######## cache_miss_handler_flat ########
### Routed clock nets over the placement, cache_miss_handler_flat

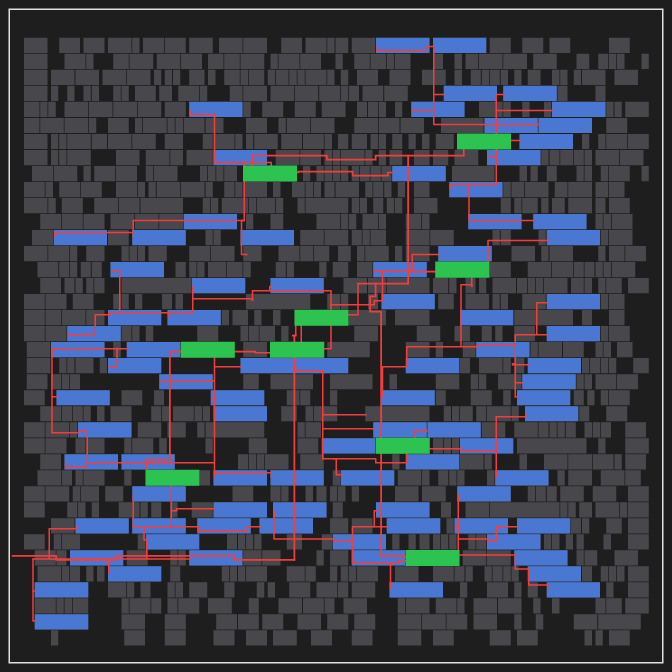
### Pin map, cache_miss_handler_flat

Pins as bars across the die edge, other pins in gray.
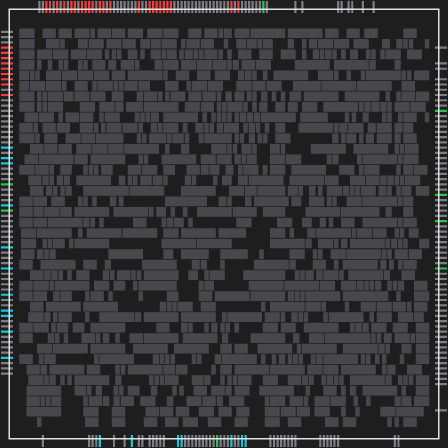
### Cell sizes after repair, cache_miss_handler_flat

Scale bar: 20 um.
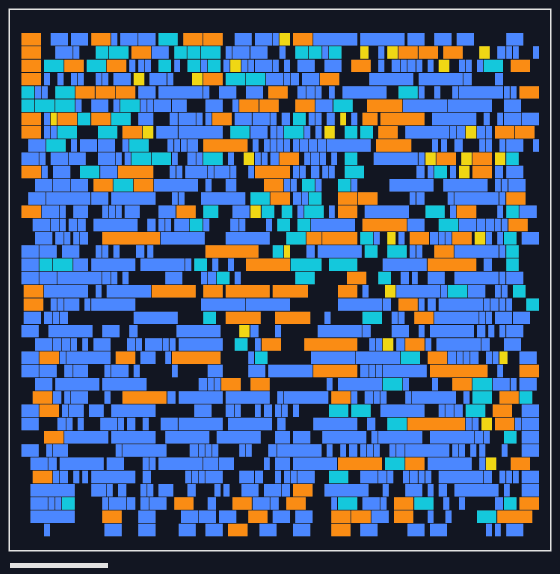
[config.mk]
export PLATFORM = sky130hd
export DESIGN_NAME = cache_miss_handler_flat
export DESIGN_NICKNAME = d
export VERILOG_FILES = /design/src/rtl/cache_pkg.sv /design/src/rtl/cache_miss_handler_if.sv /design/src/rtl/cache_beat_counter.sv /design/src/rtl/cache_miss_handler.sv /design/src/flat_wrapper.sv
export SDC_FILE = /design/constraint.sdc
export NUM_CORES = 1
export LEC_CHECK = 0
export ABC_AREA = 1
export CAP_MARGIN = 30
export CORE_MARGIN = 2
export CORE_UTILIZATION = 39
export DETAILED_ROUTE_END_ITERATION = 8
export PLACE_DENSITY_LB_ADDON = 0.05
export SLEW_MARGIN = 20
export SYNTH_ARGS = -nofsm -noshare
export SYNTH_HDL_FRONTEND = slang
export SYNTH_SLANG_ARGS = --single-unit
[constraint.sdc]
create_clock -name clk -period 1.75 [get_ports clk]
set_input_delay 0.2625 -clock clk [delete_from_list [all_inputs] [get_ports clk]]
set_output_delay 0.2625 -clock clk [all_outputs]
set_load 0.03 [all_outputs]
[src/rtl/cache_pkg.sv]
// ----------------------------------------------------------------------------
// cache_pkg
// Shared geometry, types and helpers for the cache miss-service slice.
//   - Line geometry: line size, beat width, tag/index/way widths
//   - Derived widths: OFFSET_BITS, WAY_BITS, BEATS, BEAT_BITS
//   - state_e: miss-handler FSM states
//   - line_addr(): line-aligned memory address {tag, index, offset zeros}
// ----------------------------------------------------------------------------
package cache_pkg;

   localparam int LINE_SIZE_BYTES = 64;
   localparam int DATA_WIDTH      = 32;
   localparam int TAG_BITS        = 18;
   localparam int INDEX_BITS      = 8;
   localparam int WAYS            = 4;
   localparam int ADDR_WIDTH      = 32;

   localparam int OFFSET_BITS = $clog2(LINE_SIZE_BYTES);
   localparam int WAY_BITS    = $clog2(WAYS);
   localparam int BEATS       = LINE_SIZE_BYTES * 8 / DATA_WIDTH;
   localparam int BEAT_BITS   = $clog2(BEATS);

   // The address is exactly tag, set and byte offset; line_addr() relies on it.
   localparam bit ADDR_SPLIT_OK = (ADDR_WIDTH == TAG_BITS + INDEX_BITS + OFFSET_BITS);

   typedef logic [TAG_BITS-1:0]   tag_t;
   typedef logic [INDEX_BITS-1:0] index_t;
   typedef logic [WAY_BITS-1:0]   way_t;
   typedef logic [BEAT_BITS-1:0]  beat_t;
   typedef logic [DATA_WIDTH-1:0] data_t;
   typedef logic [ADDR_WIDTH-1:0] addr_t;

   typedef enum logic [2:0] {
      ST_IDLE    = 3'd0,
      ST_WB_REQ  = 3'd1,
      ST_WB_RD   = 3'd2,
      ST_WB_SEND = 3'd3,
      ST_RF_REQ  = 3'd4,
      ST_RF_DATA = 3'd5,
      ST_META    = 3'd6
   } state_e;

   // Line-aligned byte address of a cache line.
   function automatic addr_t line_addr(input tag_t tag, input index_t index);
      return {tag, index, {OFFSET_BITS{1'b0}}};
   endfunction

endpackage

[src/rtl/cache_miss_handler_if.sv]
// ----------------------------------------------------------------------------
// cache_miss_handler_if
// Bundles the three buses of the miss handler:
//   - miss request from the lookup stage (valid/ready plus victim info)
//   - data/metadata array access (read strobe, write strobe, way/set/beat)
//   - main-memory burst channel (request, writeback beats, refill beats)
// Modports:
//   master : the miss handler itself
//   slave  : the environment (lookup stage, array and memory)
// ----------------------------------------------------------------------------
interface cache_miss_handler_if;
   import cache_pkg::*;

   // Miss request
   logic   i_miss_valid;
   logic   o_miss_ready;
   tag_t   i_miss_tag;
   index_t i_miss_index;
   way_t   i_victim_way;
   logic   i_victim_dirty;
   tag_t   i_victim_tag;

   // Array access
   logic   o_arr_rd_en;
   way_t   o_arr_way;
   index_t o_arr_index;
   beat_t  o_arr_beat;
   data_t  i_arr_rd_data;
   logic   o_arr_wr_en;
   data_t  o_arr_wr_data;
   logic   o_meta_wr_en;
   tag_t   o_meta_tag;

   // Memory burst channel
   logic   o_mem_req_valid;
   logic   i_mem_req_ready;
   logic   o_mem_req_we;
   addr_t  o_mem_req_addr;
   logic   o_mem_wvalid;
   logic   i_mem_wready;
   data_t  o_mem_wdata;
   logic   i_mem_rvalid;
   data_t  i_mem_rdata;

   logic   o_done;

   modport master (
      input  i_miss_valid, i_miss_tag, i_miss_index, i_victim_way,
             i_victim_dirty, i_victim_tag,
      output o_miss_ready,
      output o_arr_rd_en, o_arr_way, o_arr_index, o_arr_beat,
      input  i_arr_rd_data,
      output o_arr_wr_en, o_arr_wr_data, o_meta_wr_en, o_meta_tag,
      output o_mem_req_valid, o_mem_req_we, o_mem_req_addr,
      input  i_mem_req_ready,
      output o_mem_wvalid, o_mem_wdata,
      input  i_mem_wready,
      input  i_mem_rvalid, i_mem_rdata,
      output o_done
   );

   modport slave (
      output i_miss_valid, i_miss_tag, i_miss_index, i_victim_way,
             i_victim_dirty, i_victim_tag,
      input  o_miss_ready,
      input  o_arr_rd_en, o_arr_way, o_arr_index, o_arr_beat,
      output i_arr_rd_data,
      input  o_arr_wr_en, o_arr_wr_data, o_meta_wr_en, o_meta_tag,
      input  o_mem_req_valid, o_mem_req_we, o_mem_req_addr,
      output i_mem_req_ready,
      input  o_mem_wvalid, o_mem_wdata,
      output i_mem_wready,
      output i_mem_rvalid, i_mem_rdata,
      input  o_done
   );

endinterface

[src/rtl/cache_beat_counter.sv]
// ----------------------------------------------------------------------------
// cache_beat_counter
// Beat index within a cache line, shared by the writeback and refill phases.
// Wraps BEATS-1 -> 0.
// Ports:
//   clk, rst_n : clock, asynchronous active-low reset
//   clr        : force the count to 0 (has priority over inc)
//   inc        : advance one beat
//   beat       : current beat index
//   last       : current beat is BEATS-1
// ----------------------------------------------------------------------------
module cache_beat_counter
   import cache_pkg::*;
(
   input  logic  clk,
   input  logic  rst_n,
   input  logic  clr,
   input  logic  inc,
   output beat_t beat,
   output logic  last
);

   beat_t beat_q;

   // NOTE: sequential state uses non-blocking assignments so every flop
   // samples pre-edge values regardless of process evaluation order.
   always_ff @(posedge clk or negedge rst_n) begin
      if (!rst_n) begin
         beat_q <= '0;
      end else if (clr) begin
         beat_q <= '0;
      end else if (inc) begin
         beat_q <= beat_q + 1'b1;   // BEATS is a power of two, so this wraps
      end
   end

   assign beat = beat_q;
   assign last = (beat_q == beat_t'(BEATS - 1));

endmodule

[src/rtl/cache_miss_handler.sv]
// ----------------------------------------------------------------------------
// cache_miss_handler
// Services one cache miss at a time: optionally writes the dirty victim line
// back to memory, refills the line beat by beat into the data array, then
// writes tag/valid/dirty metadata and pulses o_done so the lookup can replay.
// Ports:
//   clk, rst_n : clock, asynchronous active-low reset (aborts any miss)
//   bus        : miss request, array access and memory channel (master view)
// ----------------------------------------------------------------------------
module cache_miss_handler
   import cache_pkg::*;
(
   input logic                   clk,
   input logic                   rst_n,
   cache_miss_handler_if.master  bus
);

   state_e state_q, state_d;

   // Miss context captured at acceptance. The victim dirty bit only steers the
   // first transition, so it is consumed directly and not stored.
   tag_t   tag_q;
   index_t index_q;
   way_t   way_q;
   tag_t   vtag_q;

   // Writeback beat data. The array returns data the cycle after o_arr_rd_en,
   // i.e. in the first WB_SEND cycle; it is forwarded that cycle and held from
   // the register afterwards, giving a 2-cycle-per-beat minimum.
   data_t  wdata_q;
   logic   wfirst_q;

   logic   capture;
   logic   cnt_clr;
   logic   cnt_inc;
   beat_t  beat;
   logic   beat_last;

   cache_beat_counter u_beat_counter (
      .clk   (clk),
      .rst_n (rst_n),
      .clr   (cnt_clr),
      .inc   (cnt_inc),
      .beat  (beat),
      .last  (beat_last)
   );

   always_ff @(posedge clk or negedge rst_n) begin
      if (!rst_n) begin
         state_q  <= ST_IDLE;
         tag_q    <= '0;
         index_q  <= '0;
         way_q    <= '0;
         vtag_q   <= '0;
         wdata_q  <= '0;
         wfirst_q <= 1'b0;
      end else begin
         state_q  <= state_d;
         wfirst_q <= (state_q == ST_WB_RD);
         if (capture) begin
            tag_q   <= bus.i_miss_tag;
            index_q <= bus.i_miss_index;
            way_q   <= bus.i_victim_way;
            vtag_q  <= bus.i_victim_tag;
         end
         if (wfirst_q) begin
            wdata_q <= bus.i_arr_rd_data;
         end
      end
   end

   always_comb begin
      // NOTE: every signal written here gets a default first; a path that
      // skips an assignment would otherwise infer a latch.
      state_d             = state_q;
      capture             = 1'b0;
      cnt_clr             = 1'b0;
      cnt_inc             = 1'b0;
      bus.o_miss_ready    = 1'b0;
      bus.o_arr_rd_en     = 1'b0;
      bus.o_arr_wr_en     = 1'b0;
      bus.o_arr_wr_data   = '0;
      bus.o_meta_wr_en    = 1'b0;
      bus.o_mem_req_valid = 1'b0;
      bus.o_mem_req_we    = 1'b0;
      bus.o_mem_req_addr  = '0;
      bus.o_mem_wvalid    = 1'b0;
      bus.o_mem_wdata     = '0;
      bus.o_done          = 1'b0;

      case (state_q)
         ST_IDLE: begin
            bus.o_miss_ready = 1'b1;
            if (bus.i_miss_valid) begin
               capture = 1'b1;
               cnt_clr = 1'b1;
               state_d = bus.i_victim_dirty ? ST_WB_REQ : ST_RF_REQ;
            end
         end

         ST_WB_REQ: begin
            bus.o_mem_req_valid = 1'b1;
            bus.o_mem_req_we    = 1'b1;
            bus.o_mem_req_addr  = line_addr(vtag_q, index_q);
            if (bus.i_mem_req_ready) begin
               state_d = ST_WB_RD;
            end
         end

         ST_WB_RD: begin
            bus.o_arr_rd_en = 1'b1;
            state_d         = ST_WB_SEND;
         end

         ST_WB_SEND: begin
            bus.o_mem_wvalid = 1'b1;
            bus.o_mem_wdata  = wfirst_q ? bus.i_arr_rd_data : wdata_q;
            if (bus.i_mem_wready) begin
               cnt_inc = 1'b1;   // wraps to 0 after the last beat
               state_d = beat_last ? ST_RF_REQ : ST_WB_RD;
            end
         end

         ST_RF_REQ: begin
            bus.o_mem_req_valid = 1'b1;
            bus.o_mem_req_we    = 1'b0;
            bus.o_mem_req_addr  = line_addr(tag_q, index_q);
            if (bus.i_mem_req_ready) begin
               cnt_clr = 1'b1;
               state_d = ST_RF_DATA;
            end
         end

         ST_RF_DATA: begin
            // Refill beats have no backpressure: each one is written the
            // cycle it arrives.
            if (bus.i_mem_rvalid) begin
               bus.o_arr_wr_en   = 1'b1;
               bus.o_arr_wr_data = bus.i_mem_rdata;
               cnt_inc           = 1'b1;
               if (beat_last) begin
                  state_d = ST_META;
               end
            end
         end

         ST_META: begin
            bus.o_meta_wr_en = 1'b1;
            bus.o_done       = 1'b1;
            state_d          = ST_IDLE;
         end

         default: begin
            state_d = ST_IDLE;
         end
      endcase
   end

   // Array addressing follows the captured miss whenever a miss is in flight.
   assign bus.o_arr_way   = (state_q == ST_IDLE) ? '0 : way_q;
   assign bus.o_arr_index = (state_q == ST_IDLE) ? '0 : index_q;
   assign bus.o_arr_beat  = beat;
   assign bus.o_meta_tag  = tag_q;

endmodule
[src/flat_wrapper.sv]
// flat-port wrapper written by rule: the top's interface ports become plain ports
module cache_miss_handler_flat import cache_pkg::*;
  (clk, rst_n, bus_i_miss_valid, bus_i_miss_tag, bus_i_miss_index, bus_i_victim_way, bus_i_victim_dirty, bus_i_victim_tag, bus_o_miss_ready, bus_o_arr_rd_en, bus_o_arr_way, bus_o_arr_index, bus_o_arr_beat, bus_i_arr_rd_data, bus_o_arr_wr_en, bus_o_arr_wr_data, bus_o_meta_wr_en, bus_o_meta_tag, bus_o_mem_req_valid, bus_o_mem_req_we, bus_o_mem_req_addr, bus_i_mem_req_ready, bus_o_mem_wvalid, bus_o_mem_wdata, bus_i_mem_wready, bus_i_mem_rvalid, bus_i_mem_rdata, bus_o_done);
  cache_miss_handler_if bus_i ();
  input logic clk;
  input logic rst_n;
  input wire logic [$bits(bus_i.i_miss_valid)-1:0] bus_i_miss_valid;
  input wire logic [$bits(bus_i.i_miss_tag)-1:0] bus_i_miss_tag;
  input wire logic [$bits(bus_i.i_miss_index)-1:0] bus_i_miss_index;
  input wire logic [$bits(bus_i.i_victim_way)-1:0] bus_i_victim_way;
  input wire logic [$bits(bus_i.i_victim_dirty)-1:0] bus_i_victim_dirty;
  input wire logic [$bits(bus_i.i_victim_tag)-1:0] bus_i_victim_tag;
  output wire logic [$bits(bus_i.o_miss_ready)-1:0] bus_o_miss_ready;
  output wire logic [$bits(bus_i.o_arr_rd_en)-1:0] bus_o_arr_rd_en;
  output wire logic [$bits(bus_i.o_arr_way)-1:0] bus_o_arr_way;
  output wire logic [$bits(bus_i.o_arr_index)-1:0] bus_o_arr_index;
  output wire logic [$bits(bus_i.o_arr_beat)-1:0] bus_o_arr_beat;
  input wire logic [$bits(bus_i.i_arr_rd_data)-1:0] bus_i_arr_rd_data;
  output wire logic [$bits(bus_i.o_arr_wr_en)-1:0] bus_o_arr_wr_en;
  output wire logic [$bits(bus_i.o_arr_wr_data)-1:0] bus_o_arr_wr_data;
  output wire logic [$bits(bus_i.o_meta_wr_en)-1:0] bus_o_meta_wr_en;
  output wire logic [$bits(bus_i.o_meta_tag)-1:0] bus_o_meta_tag;
  output wire logic [$bits(bus_i.o_mem_req_valid)-1:0] bus_o_mem_req_valid;
  output wire logic [$bits(bus_i.o_mem_req_we)-1:0] bus_o_mem_req_we;
  output wire logic [$bits(bus_i.o_mem_req_addr)-1:0] bus_o_mem_req_addr;
  input wire logic [$bits(bus_i.i_mem_req_ready)-1:0] bus_i_mem_req_ready;
  output wire logic [$bits(bus_i.o_mem_wvalid)-1:0] bus_o_mem_wvalid;
  output wire logic [$bits(bus_i.o_mem_wdata)-1:0] bus_o_mem_wdata;
  input wire logic [$bits(bus_i.i_mem_wready)-1:0] bus_i_mem_wready;
  input wire logic [$bits(bus_i.i_mem_rvalid)-1:0] bus_i_mem_rvalid;
  input wire logic [$bits(bus_i.i_mem_rdata)-1:0] bus_i_mem_rdata;
  output wire logic [$bits(bus_i.o_done)-1:0] bus_o_done;
  assign bus_i.i_miss_valid = bus_i_miss_valid;
  assign bus_i.i_miss_tag = bus_i_miss_tag;
  assign bus_i.i_miss_index = bus_i_miss_index;
  assign bus_i.i_victim_way = bus_i_victim_way;
  assign bus_i.i_victim_dirty = bus_i_victim_dirty;
  assign bus_i.i_victim_tag = bus_i_victim_tag;
  assign bus_o_miss_ready = bus_i.o_miss_ready;
  assign bus_o_arr_rd_en = bus_i.o_arr_rd_en;
  assign bus_o_arr_way = bus_i.o_arr_way;
  assign bus_o_arr_index = bus_i.o_arr_index;
  assign bus_o_arr_beat = bus_i.o_arr_beat;
  assign bus_i.i_arr_rd_data = bus_i_arr_rd_data;
  assign bus_o_arr_wr_en = bus_i.o_arr_wr_en;
  assign bus_o_arr_wr_data = bus_i.o_arr_wr_data;
  assign bus_o_meta_wr_en = bus_i.o_meta_wr_en;
  assign bus_o_meta_tag = bus_i.o_meta_tag;
  assign bus_o_mem_req_valid = bus_i.o_mem_req_valid;
  assign bus_o_mem_req_we = bus_i.o_mem_req_we;
  assign bus_o_mem_req_addr = bus_i.o_mem_req_addr;
  assign bus_i.i_mem_req_ready = bus_i_mem_req_ready;
  assign bus_o_mem_wvalid = bus_i.o_mem_wvalid;
  assign bus_o_mem_wdata = bus_i.o_mem_wdata;
  assign bus_i.i_mem_wready = bus_i_mem_wready;
  assign bus_i.i_mem_rvalid = bus_i_mem_rvalid;
  assign bus_i.i_mem_rdata = bus_i_mem_rdata;
  assign bus_o_done = bus_i.o_done;
  cache_miss_handler u_core (.clk(clk), .rst_n(rst_n), .bus(bus_i));
endmodule
==> qor.yml <==
ys_seq_frac: 0.484
setup_viol: 106
top_area_cell: "dfrtp_1"
worstSetupPathType: "in -> out"
place.gp.congestion: 0.943
areaGrowthSynthToFinish_pct: 86.1
ctsRootBufferMaster: "clkbuf_16"
worst_slack_ns: -0.305
maxPowerGroup: "combinational cells"
outcome: "finished, violations left"
yosys_register_bits: 86
n_all_inverters: 121
yosysWarnings: 0
num_vias: 4884
synth-edff-count: 0
worstSetupStartpoint: "bus_i_mem_rvalid"
lay_top_count: "nand2_1"
post_dp_cell_area_um2: 6930
power.switching_w: 0.00667
critPathMaxStageDelay_ns: 0.92
violations: "setup timing"
busiest_layer: "met2"
rsz0062_at_grt: "true"
top_register: "u_core.wdata_q"
fin_area_um2: 8270
About 'Routed clock nets over the placement' of cache_miss_handler_flat:
Key: blue = flip-flops [count 86]; red = clock wires [length 1,100 um]; green = clock drivers [count 9]
There are 10 routed clock nets.

About 'Pin map' of cache_miss_handler_flat:
Key: cyan = `bus_o_meta_tag` [pins 18, direction output, edge 11 west, 7 south]; green = `bus_o_arr_index` [pins 8, direction output, edge 4 east, 2 west, 1 north, 1 south]; red = `bus_o_arr_wr_data` [pins 32, direction output, edge 23 north, 9 west]
All pins by edge: 73 north, 66 west, 63 east, 51 south.

About 'Cell sizes after repair' of cache_miss_handler_flat:
Key: cyan = _3 and _4 cells [cells 99, share 11%]; blue = _0 and _1 cells [cells 631, share 72%]; yellow = _2 cells [cells 28, share 3.2%]; orange = _6 and larger [cells 121, share 14%]


######## firmware_loader ########
### Pin map, firmware_loader

Pins as bars across the die edge, other pins in gray.
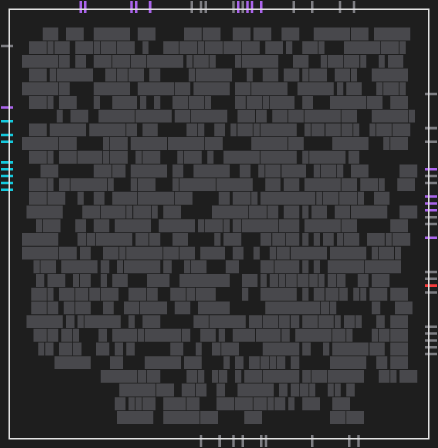
### Cell sizes after repair, firmware_loader

Scale bar: 20 um.
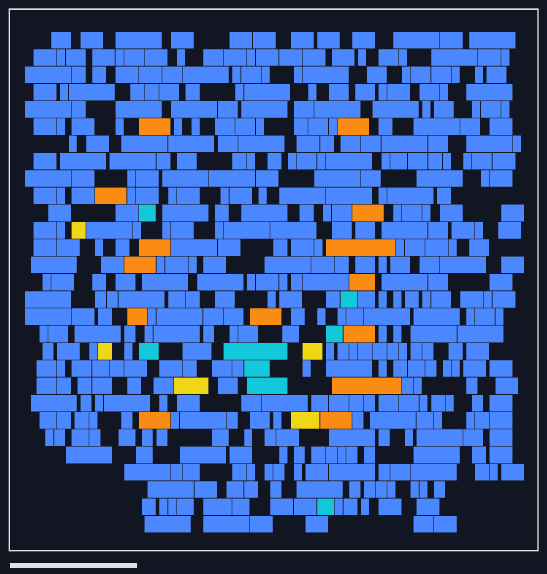
<file path="src/rtl/firmware_loader.sv">
// firmware_loader: receives a counted word stream from a host, writes it to program memory, reads it back
// and compares XOR checksums before releasing the program counter onto the PA bus.
module firmware_loader (
  input  logic        CLK,
  input  logic        RST,
  input  logic [7:0]  RX_DATA,
  input  logic        RX_VALID,
  output logic        RX_READY,
  output logic [7:0]  PA,
  output logic        PA_OE,
  output logic [14:0] IO_OUT,
  output logic        IO_OE,
  input  logic [14:0] IO_IN,
  output logic        nWE,
  output logic        nOE,
  output logic        nPC_OPEN,
  output logic        BUSY,
  output logic        DONE,
  output logic        ERR
);
  typedef enum logic [3:0] {
    IDLE, CNT, RX_HI, RX_LO, WRITE, RD_ADDR, RD_SAMPLE, CHECK, RUN, ERROR
  } state_e;
  state_e      state_q;
  logic [8:0]  n_q, cnt_q;
  logic [7:0]  addr_q;
  logic [14:0] word_q, wck_q, rck_q;
  logic        acc, last;
  assign acc  = RX_VALID & RX_READY;
  // a count byte of 0x00 is stored as 256, so the 9-bit compare covers the full range
  assign last = (cnt_q + 9'd1) == n_q;
  always_ff @(posedge CLK) begin
    if (RST) begin
      state_q <= IDLE;
      n_q     <= '0;
      cnt_q   <= '0;
      addr_q  <= '0;
      word_q  <= '0;
      wck_q   <= '0;
      rck_q   <= '0;
    end else begin
      case (state_q)
        IDLE, RUN, ERROR: if (acc && RX_DATA == 8'hA5) state_q <= CNT;
        CNT: if (acc) begin
          n_q     <= {RX_DATA == 8'h00, RX_DATA};
          cnt_q   <= '0;
          addr_q  <= '0;
          wck_q   <= '0;
          state_q <= RX_HI;
        end
        RX_HI: if (acc) begin
          word_q[14:8] <= RX_DATA[6:0];
          state_q      <= RX_LO;
        end
        RX_LO: if (acc) begin
          word_q[7:0] <= RX_DATA;
          state_q     <= WRITE;
        end
        WRITE: begin
          wck_q   <= wck_q ^ word_q;
          addr_q  <= last ? 8'h00 : addr_q + 8'd1;
          cnt_q   <= last ? 9'd0 : cnt_q + 9'd1;
          rck_q   <= last ? 15'd0 : rck_q;
          state_q <= last ? RD_ADDR : RX_HI;
        end
        RD_ADDR: state_q <= RD_SAMPLE;
        RD_SAMPLE: begin
          rck_q   <= rck_q ^ IO_IN;
          addr_q  <= addr_q + 8'd1;
          cnt_q   <= cnt_q + 9'd1;
          state_q <= last ? CHECK : RD_ADDR;
        end
        CHECK: state_q <= (wck_q == rck_q) ? RUN : ERROR;
        default: state_q <= IDLE;
      endcase
    end
  end
  assign RX_READY = !(state_q inside {WRITE, RD_ADDR, RD_SAMPLE, CHECK});
  assign PA       = addr_q;
  assign PA_OE    = state_q inside {WRITE, RD_ADDR, RD_SAMPLE};
  assign IO_OE    = state_q == WRITE;
  assign IO_OUT   = (state_q == WRITE) ? word_q : 15'd0;
  assign nWE      = state_q != WRITE;
  assign nOE      = !(state_q inside {RD_ADDR, RD_SAMPLE, RUN});
  assign nPC_OPEN = state_q != RUN;
  assign BUSY     = !(state_q inside {IDLE, RUN, ERROR});
  assign DONE     = state_q == RUN;
  assign ERR      = state_q == ERROR;
endmodule
</file>
<file path="config.mk">
export PLATFORM = sky130hd
export DESIGN_NAME = firmware_loader
export DESIGN_NICKNAME = d
export VERILOG_FILES = /design/src/rtl/firmware_loader.sv
export SDC_FILE = /design/constraint.sdc
export NUM_CORES = 1
export LEC_CHECK = 0
export CORE_AREA = 2 2 81 83
export CTS_BUF_LIST = sky130_fd_sc_hd__clkbuf_2 sky130_fd_sc_hd__clkbuf_4 sky130_fd_sc_hd__clkbuf_8
export DETAILED_ROUTE_END_ITERATION = 8
export DIE_AREA = 0 0 83 85
export PLACE_DENSITY_LB_ADDON = 0.1
export SETUP_SLACK_MARGIN = 0.5
export SLEW_MARGIN = 40
export SYNTH_ARGS = -nofsm -noshare
export SYNTH_HDL_FRONTEND = slang
export SYNTH_SLANG_ARGS = --single-unit
</file>
<file path="constraint.sdc">
create_clock -name CLK -period 4.6 [get_ports CLK]
set_input_delay 0.46 -clock CLK [delete_from_list [all_inputs] [get_ports CLK]]
set_output_delay 0.46 -clock CLK [all_outputs]
set_load 0.01 [all_outputs]
</file>
==> qor.yml <==
outcome: "finished clean"
cp_num_buf_inv: 3
holdPathStages: 2
comb_share: 0.448
r2r_start: "cnt_q[0]"
slew-limit-headroom: 0.539
rsz0062_at_grt: "false"
grt_pass1_vias: 2839
hold_path.class: "reg -> reg"
io_buffer_count: 57
holdWs_ns: 0.493
ys_area_um2: 3630
syn_area_per_cell_um2: 8.72
die_h_um: 85
critPathMaxStageDelay_ns: 0.56
power.switching_w: 0.000285
antenna_found_initial: 0
ios: 58
combPwrFrac: 0.041
setup_tns_ns: 0
clock_latency_ns: 0.35
maxSlewViolCount: 0
top_area_cell: "dfxtp_1"
netlist_instances: 416
p_clk_w: 0.000583
n_all_inverters: 10
netlist_area_um2: 3630
r2r_slack_ns: 1.72
worstSetupPathType: "reg -> out"
drv_cap: 0
## Picture notes: 'Pin map' of firmware_loader
Key: purple = `IO_OUT` [pins 15, direction output, edge 9 north, 5 east, 1 west]; red = `RX_READY` [pins 1, direction output, edge east]; cyan = `RX_DATA` [pins 8, direction input, edge west]
All pins by edge: 21 east, 18 north, 10 west, 9 south.

## Picture notes: 'Cell sizes after repair' of firmware_loader
Key: blue = _0 and _1 cells [cells 443, share 94%]; orange = _6 and larger [cells 14, share 3.0%]; cyan = _3 and _4 cells [cells 8, share 1.7%]; yellow = _2 cells [cells 5, share 1.1%]


######## pa_ifu_bht_ctrl_flat ########
===== src/rtl/pa_ifu_bht_pkg.sv =====
// pa_ifu_bht_pkg: shared widths, constants, FSM state type and the
// saturating 2-bit counter helper for the IFU branch history table.
package pa_ifu_bht_pkg;

  localparam int unsigned IDX_W    = 9;
  localparam int unsigned ENTRY_W  = 16;
  localparam int unsigned CNT_W    = 2;
  localparam int unsigned SEL_W    = 3;
  localparam int unsigned STARVE_W = 3;

  localparam logic [CNT_W-1:0]    INIT_CNT    = 2'b01;
  localparam logic [ENTRY_W-1:0]  INIT_WORD   = {(ENTRY_W/CNT_W){INIT_CNT}};
  localparam logic [IDX_W-1:0]    IDX_LAST    = {IDX_W{1'b1}};
  localparam logic [STARVE_W-1:0] STARVE_MAX  = 3'd4;
  localparam logic [STARVE_W-1:0] STARVE_LAST = STARVE_MAX - 3'd1;
  localparam logic [CNT_W-1:0]    CNT_MAX     = {CNT_W{1'b1}};
  localparam logic [CNT_W-1:0]    CNT_MIN     = {CNT_W{1'b0}};
  localparam logic [CNT_W-1:0]    CNT_ONE     = {{(CNT_W-1){1'b0}}, 1'b1};

  typedef enum logic [1:0] {
    ST_INIT   = 2'd0,
    ST_IDLE   = 2'd1,
    ST_UPD_RD = 2'd2,
    ST_UPD_WR = 2'd3
  } bht_state_e;

  // Move a 2-bit predictor one step toward the resolved direction, saturating.
  function automatic logic [CNT_W-1:0] sat_cnt_upd(input logic [CNT_W-1:0] cnt,
                                                   input logic             taken);
    logic [CNT_W-1:0] res;
    if (taken) begin
      if (cnt == CNT_MAX) res = cnt;
      else                res = cnt + CNT_ONE;
    end else begin
      if (cnt == CNT_MIN) res = cnt;
      else                res = cnt - CNT_ONE;
    end
    return res;
  endfunction

endpackage


===== src/rtl/pa_ifu_bht_ctrl_if.sv =====
// pa_ifu_bht_ctrl_if: lookup, update and SRAM-side signals of the BHT
// controller. master = surrounding IFU/array, slave = the controller.
interface pa_ifu_bht_ctrl_if;
  import pa_ifu_bht_pkg::*;

  logic               pred_vld;
  logic [IDX_W-1:0]   pred_idx;
  logic [SEL_W-1:0]   pred_sel;
  logic               pred_rdy;
  logic               pred_rslt_vld;
  logic               pred_taken;
  logic [CNT_W-1:0]   pred_cnt;
  logic               upd_vld;
  logic [IDX_W-1:0]   upd_idx;
  logic [SEL_W-1:0]   upd_sel;
  logic               upd_taken;
  logic               upd_rdy;
  logic               bht_inv;
  logic               bht_init_busy;
  logic               bht_cen;
  logic [IDX_W-1:0]   bht_idx;
  logic [ENTRY_W-1:0] bht_din;
  logic [ENTRY_W-1:0] bht_wen;
  logic [ENTRY_W-1:0] bht_dout;

  modport master (
    output pred_vld, pred_idx, pred_sel, upd_vld, upd_idx, upd_sel, upd_taken,
           bht_inv, bht_dout,
    input  pred_rdy, pred_rslt_vld, pred_taken, pred_cnt, upd_rdy,
           bht_init_busy, bht_cen, bht_idx, bht_din, bht_wen
  );

  modport slave (
    input  pred_vld, pred_idx, pred_sel, upd_vld, upd_idx, upd_sel, upd_taken,
           bht_inv, bht_dout,
    output pred_rdy, pred_rslt_vld, pred_taken, pred_cnt, upd_rdy,
           bht_init_busy, bht_cen, bht_idx, bht_din, bht_wen
  );

endinterface


===== src/rtl/pa_ifu_bht_upd_buf.sv =====
// pa_ifu_bht_upd_buf: single-entry buffer for retired-branch updates plus
// the counter of cycles the buffered update has lost the port to lookups.
module pa_ifu_bht_upd_buf
  import pa_ifu_bht_pkg::*;
(
  input  logic                i_clk,
  input  logic                i_rst,
  input  logic                i_clr,
  input  logic                i_load,
  input  logic [IDX_W-1:0]    i_idx,
  input  logic [SEL_W-1:0]    i_sel,
  input  logic                i_taken,
  input  logic                i_free,
  input  logic                i_blocked,
  input  logic                i_starve_clr,
  output logic                o_vld,
  output logic [IDX_W-1:0]    o_idx,
  output logic [SEL_W-1:0]    o_sel,
  output logic                o_taken,
  output logic [STARVE_W-1:0] o_starve
);

  logic                r_vld;
  logic [IDX_W-1:0]    r_idx;
  logic [SEL_W-1:0]    r_sel;
  logic                r_taken;
  logic [STARVE_W-1:0] r_starve;

  // Buffer occupancy and payload; a load in the freeing cycle refills it
  always_ff @(posedge i_clk) begin
    if (i_rst || i_clr) begin
      r_vld   <= 1'b0;
      r_idx   <= {IDX_W{1'b0}};
      r_sel   <= {SEL_W{1'b0}};
      r_taken <= 1'b0;
    end else if (i_load) begin
      r_vld   <= 1'b1;
      r_idx   <= i_idx;
      r_sel   <= i_sel;
      r_taken <= i_taken;
    end else if (i_free) begin
      r_vld   <= 1'b0;
      r_idx   <= r_idx;
      r_sel   <= r_sel;
      r_taken <= r_taken;
    end else begin
      r_vld   <= r_vld;
      r_idx   <= r_idx;
      r_sel   <= r_sel;
      r_taken <= r_taken;
    end
  end

  // Starvation count: saturating, cleared once the update owns the port
  always_ff @(posedge i_clk) begin
    if (i_rst || i_clr || i_starve_clr) begin
      r_starve <= {STARVE_W{1'b0}};
    end else if (i_blocked && (r_starve != STARVE_MAX)) begin
      r_starve <= r_starve + 3'd1;
    end else begin
      r_starve <= r_starve;
    end
  end

  assign o_vld    = r_vld;
  assign o_idx    = r_idx;
  assign o_sel    = r_sel;
  assign o_taken  = r_taken;
  assign o_starve = r_starve;

endmodule


===== src/rtl/pa_ifu_bht_ctrl.sv =====
// pa_ifu_bht_ctrl: requester side of the IFU BHT SRAM. Serves 1-cycle
// prediction lookups, read-modify-write counter updates and the
// post-reset initialisation walk over all entries.
// Optional feature macro: PA_IFU_BHT_INV_EN (bht_inv re-initialises table).
module pa_ifu_bht_ctrl
  import pa_ifu_bht_pkg::*;
(
  input  logic             forever_cpuclk,
  input  logic             cpurst,
  pa_ifu_bht_ctrl_if.slave bht_if
);

  bht_state_e          r_state;
  bht_state_e          w_state_nxt;
  logic [IDX_W-1:0]    r_init_ctr;
  logic [IDX_W-1:0]    w_init_ctr_nxt;
  logic                r_rslt_vld;
  logic [SEL_W-1:0]    r_rslt_sel;

  logic                w_inv;
  logic                w_buf_vld;
  logic [IDX_W-1:0]    w_buf_idx;
  logic [SEL_W-1:0]    w_buf_sel;
  logic                w_buf_taken;
  logic [STARVE_W-1:0] w_starve;
  logic                w_starved;
  logic                w_pred_rdy;
  logic                w_upd_rdy;
  logic                w_pred_acc;
  logic                w_upd_acc;
  logic                w_blocked;
  logic [CNT_W-1:0]    w_old_cnt;
  logic [CNT_W-1:0]    w_new_cnt;
  logic [CNT_W-1:0]    w_pred_cnt;
  logic                w_cen;
  logic [IDX_W-1:0]    w_idx;
  logic [ENTRY_W-1:0]  w_din;
  logic [ENTRY_W-1:0]  w_wen;

`ifdef PA_IFU_BHT_INV_EN
  assign w_inv = bht_if.bht_inv;
`else
  assign w_inv = 1'b0;
`endif

  // Port arbitration: lookups own the port unless the update has starved
  assign w_starved  = w_buf_vld && (w_starve == STARVE_MAX);
  assign w_pred_rdy = (r_state == ST_IDLE) && !w_starved && !w_inv && !cpurst;
  assign w_upd_rdy  = (((r_state == ST_IDLE) && !w_buf_vld) || (r_state == ST_UPD_WR))
                      && !w_inv && !cpurst;
  assign w_pred_acc = bht_if.pred_vld && w_pred_rdy;
  assign w_upd_acc  = bht_if.upd_vld && w_upd_rdy;
  assign w_blocked  = (r_state == ST_IDLE) && w_buf_vld && w_pred_acc;

  pa_ifu_bht_upd_buf u_upd_buf (
    .i_clk        (forever_cpuclk),
    .i_rst        (cpurst),
    .i_clr        (w_inv),
    .i_load       (w_upd_acc),
    .i_idx        (bht_if.upd_idx),
    .i_sel        (bht_if.upd_sel),
    .i_taken      (bht_if.upd_taken),
    .i_free       (r_state == ST_UPD_WR),
    .i_blocked    (w_blocked),
    .i_starve_clr (r_state == ST_UPD_RD),
    .o_vld        (w_buf_vld),
    .o_idx        (w_buf_idx),
    .o_sel        (w_buf_sel),
    .o_taken      (w_buf_taken),
    .o_starve     (w_starve)
  );

  // Read data from the UPD_RD access is the old word; bump the selected counter
  assign w_old_cnt = bht_if.bht_dout[{w_buf_sel, 1'b0} +: CNT_W];
  assign w_new_cnt = sat_cnt_upd(w_old_cnt, w_buf_taken);

  // Next state: init walk, lookup/update arbitration, RMW sequencing
  always_comb begin
    w_state_nxt    = r_state;
    w_init_ctr_nxt = r_init_ctr;
    case (r_state)
      ST_INIT: begin
        w_init_ctr_nxt = r_init_ctr + 9'd1;
        if (r_init_ctr == IDX_LAST) w_state_nxt = ST_IDLE;
        else                        w_state_nxt = ST_INIT;
      end
      ST_IDLE: begin
        // The 4th lost cycle still serves its lookup, then the update takes over
        if (w_buf_vld && (!w_pred_acc || (w_starve == STARVE_LAST))) w_state_nxt = ST_UPD_RD;
        else                                                         w_state_nxt = ST_IDLE;
      end
      ST_UPD_RD: w_state_nxt = ST_UPD_WR;
      ST_UPD_WR: w_state_nxt = ST_IDLE;
      default: begin
        w_state_nxt    = ST_INIT;
        w_init_ctr_nxt = {IDX_W{1'b0}};
      end
    endcase
    if (w_inv) begin
      w_state_nxt    = ST_INIT;
      w_init_ctr_nxt = {IDX_W{1'b0}};
    end else begin
      w_state_nxt    = w_state_nxt;
      w_init_ctr_nxt = w_init_ctr_nxt;
    end
  end

  // State, init walk pointer and lookup result tracking
  always_ff @(posedge forever_cpuclk) begin
    if (cpurst) begin
      r_state    <= ST_INIT;
      r_init_ctr <= {IDX_W{1'b0}};
      r_rslt_vld <= 1'b0;
      r_rslt_sel <= {SEL_W{1'b0}};
    end else begin
      r_state    <= w_state_nxt;
      r_init_ctr <= w_init_ctr_nxt;
      r_rslt_vld <= w_pred_acc;
      if (w_pred_acc) r_rslt_sel <= bht_if.pred_sel;
      else            r_rslt_sel <= r_rslt_sel;
    end
  end

  // Array access mux: one access per cycle, quiet while reset is held
  always_comb begin
    w_cen = 1'b0;
    w_idx = {IDX_W{1'b0}};
    w_din = {ENTRY_W{1'b0}};
    w_wen = {ENTRY_W{1'b0}};
    case (r_state)
      ST_INIT: begin
        w_cen = 1'b1;
        w_idx = r_init_ctr;
        w_din = INIT_WORD;
        w_wen = {ENTRY_W{1'b1}};
      end
      ST_IDLE: begin
        if (w_pred_acc) begin
          w_cen = 1'b1;
          w_idx = bht_if.pred_idx;
        end else begin
          w_cen = 1'b0;
          w_idx = {IDX_W{1'b0}};
        end
      end
      ST_UPD_RD: begin
        w_cen = 1'b1;
        w_idx = w_buf_idx;
      end
      ST_UPD_WR: begin
        w_cen = 1'b1;
        w_idx = w_buf_idx;
        w_din = {(ENTRY_W/CNT_W){w_new_cnt}};
        w_wen = {{(ENTRY_W-CNT_W){1'b0}}, {CNT_W{1'b1}}} << {w_buf_sel, 1'b0};
      end
      default: begin
        w_cen = 1'b0;
      end
    endcase
    if (cpurst) begin
      w_cen = 1'b0;
      w_wen = {ENTRY_W{1'b0}};
    end else begin
      w_cen = w_cen;
      w_wen = w_wen;
    end
  end

  assign w_pred_cnt = r_rslt_vld ? bht_if.bht_dout[{r_rslt_sel, 1'b0} +: CNT_W] : CNT_MIN;

  assign bht_if.pred_rdy      = w_pred_rdy;
  assign bht_if.pred_rslt_vld = r_rslt_vld;
  assign bht_if.pred_cnt      = w_pred_cnt;
  assign bht_if.pred_taken    = w_pred_cnt[CNT_W-1];
  assign bht_if.upd_rdy       = w_upd_rdy;
  assign bht_if.bht_init_busy = (r_state == ST_INIT) || cpurst;
  assign bht_if.bht_cen       = w_cen;
  assign bht_if.bht_idx       = w_idx;
  assign bht_if.bht_din       = w_din;
  assign bht_if.bht_wen       = w_wen;

endmodule

===== src/flat_wrapper.sv =====
// flat-port wrapper written by rule: the top's interface ports become plain ports
module pa_ifu_bht_ctrl_flat import pa_ifu_bht_pkg::*;
  (forever_cpuclk, cpurst, bht_if_pred_vld, bht_if_pred_idx, bht_if_pred_sel, bht_if_upd_vld, bht_if_upd_idx, bht_if_upd_sel, bht_if_upd_taken, bht_if_bht_inv, bht_if_bht_dout, bht_if_pred_rdy, bht_if_pred_rslt_vld, bht_if_pred_taken, bht_if_pred_cnt, bht_if_upd_rdy, bht_if_bht_init_busy, bht_if_bht_cen, bht_if_bht_idx, bht_if_bht_din, bht_if_bht_wen);
  pa_ifu_bht_ctrl_if bht_if_i ();
  input  logic forever_cpuclk;
  input  logic cpurst;
  input wire logic [$bits(bht_if_i.pred_vld)-1:0] bht_if_pred_vld;
  input wire logic [$bits(bht_if_i.pred_idx)-1:0] bht_if_pred_idx;
  input wire logic [$bits(bht_if_i.pred_sel)-1:0] bht_if_pred_sel;
  input wire logic [$bits(bht_if_i.upd_vld)-1:0] bht_if_upd_vld;
  input wire logic [$bits(bht_if_i.upd_idx)-1:0] bht_if_upd_idx;
  input wire logic [$bits(bht_if_i.upd_sel)-1:0] bht_if_upd_sel;
  input wire logic [$bits(bht_if_i.upd_taken)-1:0] bht_if_upd_taken;
  input wire logic [$bits(bht_if_i.bht_inv)-1:0] bht_if_bht_inv;
  input wire logic [$bits(bht_if_i.bht_dout)-1:0] bht_if_bht_dout;
  output wire logic [$bits(bht_if_i.pred_rdy)-1:0] bht_if_pred_rdy;
  output wire logic [$bits(bht_if_i.pred_rslt_vld)-1:0] bht_if_pred_rslt_vld;
  output wire logic [$bits(bht_if_i.pred_taken)-1:0] bht_if_pred_taken;
  output wire logic [$bits(bht_if_i.pred_cnt)-1:0] bht_if_pred_cnt;
  output wire logic [$bits(bht_if_i.upd_rdy)-1:0] bht_if_upd_rdy;
  output wire logic [$bits(bht_if_i.bht_init_busy)-1:0] bht_if_bht_init_busy;
  output wire logic [$bits(bht_if_i.bht_cen)-1:0] bht_if_bht_cen;
  output wire logic [$bits(bht_if_i.bht_idx)-1:0] bht_if_bht_idx;
  output wire logic [$bits(bht_if_i.bht_din)-1:0] bht_if_bht_din;
  output wire logic [$bits(bht_if_i.bht_wen)-1:0] bht_if_bht_wen;
  assign bht_if_i.pred_vld = bht_if_pred_vld;
  assign bht_if_i.pred_idx = bht_if_pred_idx;
  assign bht_if_i.pred_sel = bht_if_pred_sel;
  assign bht_if_i.upd_vld = bht_if_upd_vld;
  assign bht_if_i.upd_idx = bht_if_upd_idx;
  assign bht_if_i.upd_sel = bht_if_upd_sel;
  assign bht_if_i.upd_taken = bht_if_upd_taken;
  assign bht_if_i.bht_inv = bht_if_bht_inv;
  assign bht_if_i.bht_dout = bht_if_bht_dout;
  assign bht_if_pred_rdy = bht_if_i.pred_rdy;
  assign bht_if_pred_rslt_vld = bht_if_i.pred_rslt_vld;
  assign bht_if_pred_taken = bht_if_i.pred_taken;
  assign bht_if_pred_cnt = bht_if_i.pred_cnt;
  assign bht_if_upd_rdy = bht_if_i.upd_rdy;
  assign bht_if_bht_init_busy = bht_if_i.bht_init_busy;
  assign bht_if_bht_cen = bht_if_i.bht_cen;
  assign bht_if_bht_idx = bht_if_i.bht_idx;
  assign bht_if_bht_din = bht_if_i.bht_din;
  assign bht_if_bht_wen = bht_if_i.bht_wen;
  pa_ifu_bht_ctrl u_core (.forever_cpuclk(forever_cpuclk), .cpurst(cpurst), .bht_if(bht_if_i));
endmodule

===== config.mk =====
export PLATFORM = sky130hd
export DESIGN_NAME = pa_ifu_bht_ctrl_flat
export DESIGN_NICKNAME = d
export VERILOG_FILES = /design/src/rtl/pa_ifu_bht_pkg.sv /design/src/rtl/pa_ifu_bht_ctrl_if.sv /design/src/rtl/pa_ifu_bht_upd_buf.sv /design/src/rtl/pa_ifu_bht_ctrl.sv /design/src/flat_wrapper.sv
export SDC_FILE = /design/constraint.sdc
export NUM_CORES = 1
export LEC_CHECK = 0
export ABC_AREA = 1
export ABC_CLOCK_PERIOD_IN_PS = 4680
export CORE_MARGIN = 5
export CORE_UTILIZATION = 46
export CTS_CLUSTER_DIAMETER = 50
export DETAILED_ROUTE_END_ITERATION = 8
export HOLD_SLACK_MARGIN = 0.05
export PLACE_DENSITY = 0.89
export SYNTH_ARGS = -nofsm -noshare
export SYNTH_HDL_FRONTEND = slang
export SYNTH_SLANG_ARGS = --single-unit
export TNS_END_PERCENT = 1

===== constraint.sdc =====
create_clock -name forever_cpuclk -period 4.68 [get_ports forever_cpuclk]
set_clock_uncertainty 0.2 [all_clocks]
set_input_delay 1.17 -clock forever_cpuclk [delete_from_list [all_inputs] [get_ports forever_cpuclk]]
set_output_delay 1.17 -clock forever_cpuclk [all_outputs]
set_load 0.01 [all_outputs]

### Clock wiring as the flow saved it, pa_ifu_bht_ctrl_flat

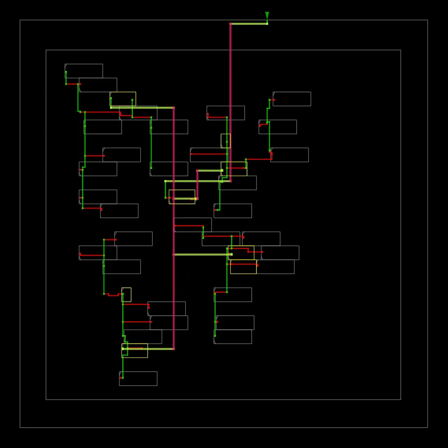
clk latency of the worst-skew pair: 0.29 ns
clkbuf count: 6
clock sink count: 32
registers: 32
P_clk: 0.000216 W

==> qor.yml <==
outcome: "finished clean"
ys_types: 28
track_usage: 0.190
worstSetupPathType: "in -> out"
yosys.area_share.xor_xnor: 0
largest_class: "logic gates"
logic_area_um2: 1190
core_area_um2: 4690
logic_family: "simple AND/OR/NAND/NOR gates"
dp_hpwl_mm: 4.72
wl_met3_um: 522
grt_max_degree: 24
p_leak_nw: 1.24
cp.required_ns: 3.31
areaGrowthSynthToFinish_pct: 40.4
post_dp_cell_area_um2: 3010
drtIter0Drc: 107
power.switching_w: 0.000136
seq_share: 0.207
busiest_layer: "met2"
worstMarginPinSlew_ns: 0.691
nFillCells: 416
critPathMaxStageDelay_ns: 0.60
grtUsageMet1: 0.227
use_met2: 0.334
fin_area_um2: 3100
yosysWarnings: 0
powerSeq_w: 0.000277
hold_start: "u_core.u_upd_buf.o_idx[0]"
antenna_found_initial: 0
post_cts_buffers: 0
yosys_cells: 332
r2r_slack_ns: 2.21
### Routed clock nets over the placement, pa_ifu_bht_ctrl_flat

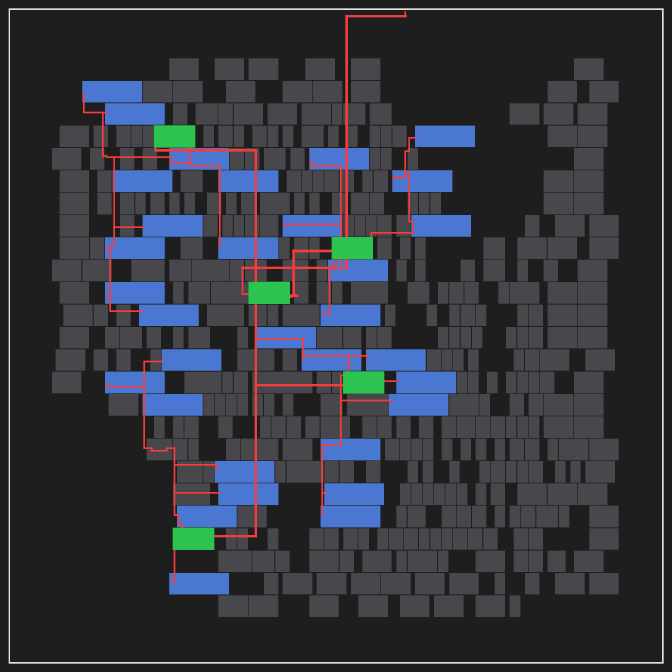
Key: green = clock drivers [count 5]; red = clock wires [length 387 um]; blue = flip-flops [count 32]
There are 6 routed clock nets.


######## fb_arbiter ########
### Routed clock nets over the placement, fb_arbiter

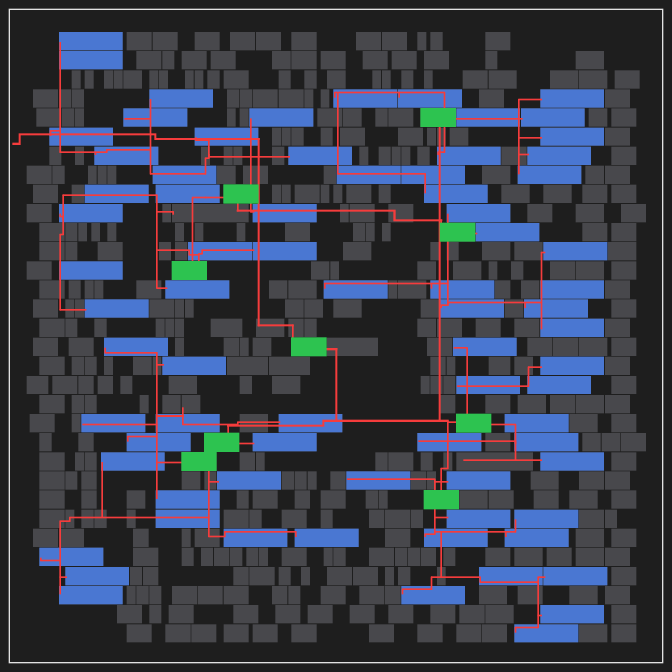
### Clock wiring as the flow saved it, fb_arbiter

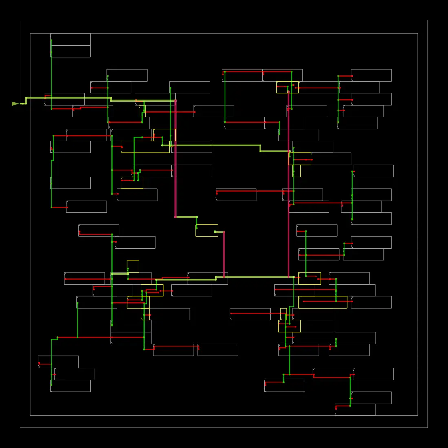
===== src/rtl/fb_arbiter.sv =====
`default_nettype none
// ============================================================================
// Module      : fb_arbiter
// Description : Frame-buffer port arbiter. Display reads and camera writes
//               share one synchronous memory port. Reads win by default,
//               but a bounded starvation counter forces a pending write
//               through after STARVE_MAX consecutive read grants. Read data
//               is returned in order through a latency-matched valid pipe.
// Revision    : 1.0 - initial release
// ============================================================================
module fb_arbiter #(
    parameter int AW         = 19,
    parameter int DW         = 24,
    parameter int RD_LAT     = 2,
    parameter int STARVE_MAX = 4
) (
    input  logic          I_CLK,
    input  logic          I_RST_N,
    input  logic          I_RD_VALID,
    output logic          O_RD_READY,
    input  logic [AW-1:0] I_RD_ADDR,
    output logic [DW-1:0] O_RD_DATA,
    output logic          O_RD_DVALID,
    input  logic          I_WR_VALID,
    output logic          O_WR_READY,
    input  logic [AW-1:0] I_WR_ADDR,
    input  logic [DW-1:0] I_WR_DATA,
    output logic          O_MEM_CS,
    output logic          O_MEM_WE,
    output logic [AW-1:0] O_MEM_ADDR,
    output logic [DW-1:0] O_MEM_WDATA,
    input  logic [DW-1:0] I_MEM_RDATA
);

    localparam logic [1:0] c_ST_IDLE    = 2'd0;
    localparam logic [1:0] c_ST_RD      = 2'd1;
    localparam logic [1:0] c_ST_WR      = 2'd2;
    localparam logic [3:0] c_STARVE_MAX = 4'(STARVE_MAX);

    logic [1:0]        state_q;
    logic [1:0]        state_d;
    logic [3:0]        starve_q;
    logic [3:0]        starve_d;
    logic              w_rd_grant;
    logic              w_wr_grant;
    logic              w_mem_cs;
    logic              w_mem_we;
    logic [AW-1:0]     mem_addr_q;
    logic [DW-1:0]     mem_wdata_q;
    logic [RD_LAT-1:0] rd_vld_q;
    logic [RD_LAT-1:0] rd_vld_d;
    logic [DW-1:0]     rd_data_q;
    logic              rd_dvalid_q;

    // Grant decision: reads first unless the pending write has waited long enough.
    always_comb begin
        w_rd_grant = 1'b0;
        w_wr_grant = 1'b0;
        if (I_RST_N) begin
            if (I_RD_VALID && (!I_WR_VALID || (starve_q < c_STARVE_MAX))) begin
                w_rd_grant = 1'b1;
            end else if (I_WR_VALID) begin
                w_wr_grant = 1'b1;
            end
        end
    end

    // Starvation count: consecutive read grants that overtook a waiting write.
    always_comb begin
        starve_d = 4'd0;
        if (w_rd_grant && I_WR_VALID) begin
            starve_d = (starve_q >= c_STARVE_MAX) ? c_STARVE_MAX : starve_q + 4'd1;
        end
    end

    // FSM state register and starvation counter.
    always_ff @(posedge I_CLK or negedge I_RST_N) begin
        if (!I_RST_N) begin
            state_q  <= c_ST_IDLE;
            starve_q <= 4'd0;
        end else begin
            state_q  <= state_d;
            starve_q <= starve_d;
        end
    end

    // FSM next state follows this cycle's grant.
    always_comb begin
        state_d = c_ST_IDLE;
        if (w_rd_grant) begin
            state_d = c_ST_RD;
        end else if (w_wr_grant) begin
            state_d = c_ST_WR;
        end
    end

    // FSM outputs: the state itself is the registered memory strobe.
    always_comb begin
        w_mem_cs = (state_q != c_ST_IDLE);
        w_mem_we = (state_q == c_ST_WR);
    end

    // Memory address/data: load on accept, otherwise hold the last values.
    always_ff @(posedge I_CLK or negedge I_RST_N) begin
        if (!I_RST_N) begin
            mem_addr_q  <= '0;
            mem_wdata_q <= '0;
        end else if (w_rd_grant) begin
            mem_addr_q  <= I_RD_ADDR;
        end else if (w_wr_grant) begin
            mem_addr_q  <= I_WR_ADDR;
            mem_wdata_q <= I_WR_DATA;
        end
    end

    // Read-valid pipe input: one slot per cycle, shifting toward the capture stage.
    generate
        if (RD_LAT == 1) begin : g_pipe_single
            assign rd_vld_d = w_rd_grant;
        end else begin : g_pipe_multi
            assign rd_vld_d = {rd_vld_q[RD_LAT-2:0], w_rd_grant};
        end
    endgenerate

    // Read return path: capture memory data when the oldest slot matures.
    always_ff @(posedge I_CLK or negedge I_RST_N) begin
        if (!I_RST_N) begin
            rd_vld_q    <= '0;
            rd_data_q   <= '0;
            rd_dvalid_q <= 1'b0;
        end else begin
            rd_vld_q    <= rd_vld_d;
            rd_dvalid_q <= rd_vld_q[RD_LAT-1];
            if (rd_vld_q[RD_LAT-1]) begin
                rd_data_q <= I_MEM_RDATA;
            end
        end
    end

    assign O_RD_READY  = w_rd_grant;
    assign O_WR_READY  = w_wr_grant;
    assign O_MEM_CS    = w_mem_cs;
    assign O_MEM_WE    = w_mem_we;
    assign O_MEM_ADDR  = mem_addr_q;
    assign O_MEM_WDATA = mem_wdata_q;
    assign O_RD_DATA   = rd_data_q;
    assign O_RD_DVALID = rd_dvalid_q;

endmodule
`default_nettype wire


===== config.mk =====
export PLATFORM = sky130hd
export DESIGN_NAME = fb_arbiter
export DESIGN_NICKNAME = d
export VERILOG_FILES = /design/src/rtl/fb_arbiter.sv
export SDC_FILE = /design/constraint.sdc
export NUM_CORES = 1
export LEC_CHECK = 0
export ABC_AREA = 1
export ABC_CLOCK_PERIOD_IN_PS = 1900
export CAP_MARGIN = 10
export CORE_MARGIN = 2
export CORE_UTILIZATION = 39
export DETAILED_ROUTE_END_ITERATION = 8
export GPL_ROUTABILITY_DRIVEN = 0
export PLACE_DENSITY = 0.8
export SETUP_SLACK_MARGIN = 0.2
export SLEW_MARGIN = 15
export SYNTH_ARGS = -nofsm -noshare
export SYNTH_HDL_FRONTEND = slang
export SYNTH_SLANG_ARGS = --single-unit

===== constraint.sdc =====
create_clock -name I_CLK -period 1.9 [get_ports I_CLK]
set_clock_uncertainty 0.15 [all_clocks]
set_input_delay 0.57 -clock I_CLK [delete_from_list [all_inputs] [get_ports I_CLK]]
set_output_delay 0.57 -clock I_CLK [all_outputs]
set_load 0.005 [all_outputs]

==> qor.yml <==
outcome: "finished, violations left"
violations: "setup timing"
bufAreaShareNonClock: 0.351
wl_mm: 8.36
worstMarginPinSlew_ns: 0.606
cts_resized: 159
wl_met2_mm: 4.12
crit_path_start_kind: "input port"
p_int_w: 0.00323
path_clk_slew_ns: 0.07
drv_cap: 0
n_antenna_cell: 0
htreeDepth: 3
setup_viol: 2
worst_slack_ns: -0.0562
powerSeq_w: 0.00196
worstSetupPathType: "in -> out"
grt_remaining_overflow: 0
syn-num-nets: 381
post_cts_buffers: 13
dieArea_um2: 8620
yosysMostFrequentCell: "dfrtp_1"
largest_class: "flip-flops and latches"
nFillCells: 639
reg2reg_depth: 6
comb-power_w: 0.00106
worstSetupStartpoint: "I_WR_VALID"
p_sw_frac: 0.249
p_total_w: 0.00431
combPwrFrac: 0.246
dp_hpwl_mm: 5.80
fa_ha_area_frac: 0.00407
drtIter0Drc: 113
Notes on 'Routed clock nets over the placement' of fb_arbiter above:
Key: red = clock wires [length 838 um]; green = clock drivers [count 9]; blue = flip-flops [count 75]
There are 10 routed clock nets.

Notes on 'Clock wiring as the flow saved it' of fb_arbiter above:
P_clk: 0.00128 W
clock sink count: 75
registers: 75
clk latency of the worst-skew pair: 0.33 ns
clkbuf count: 11


Power is estimated from default activity; no workload was simulated.
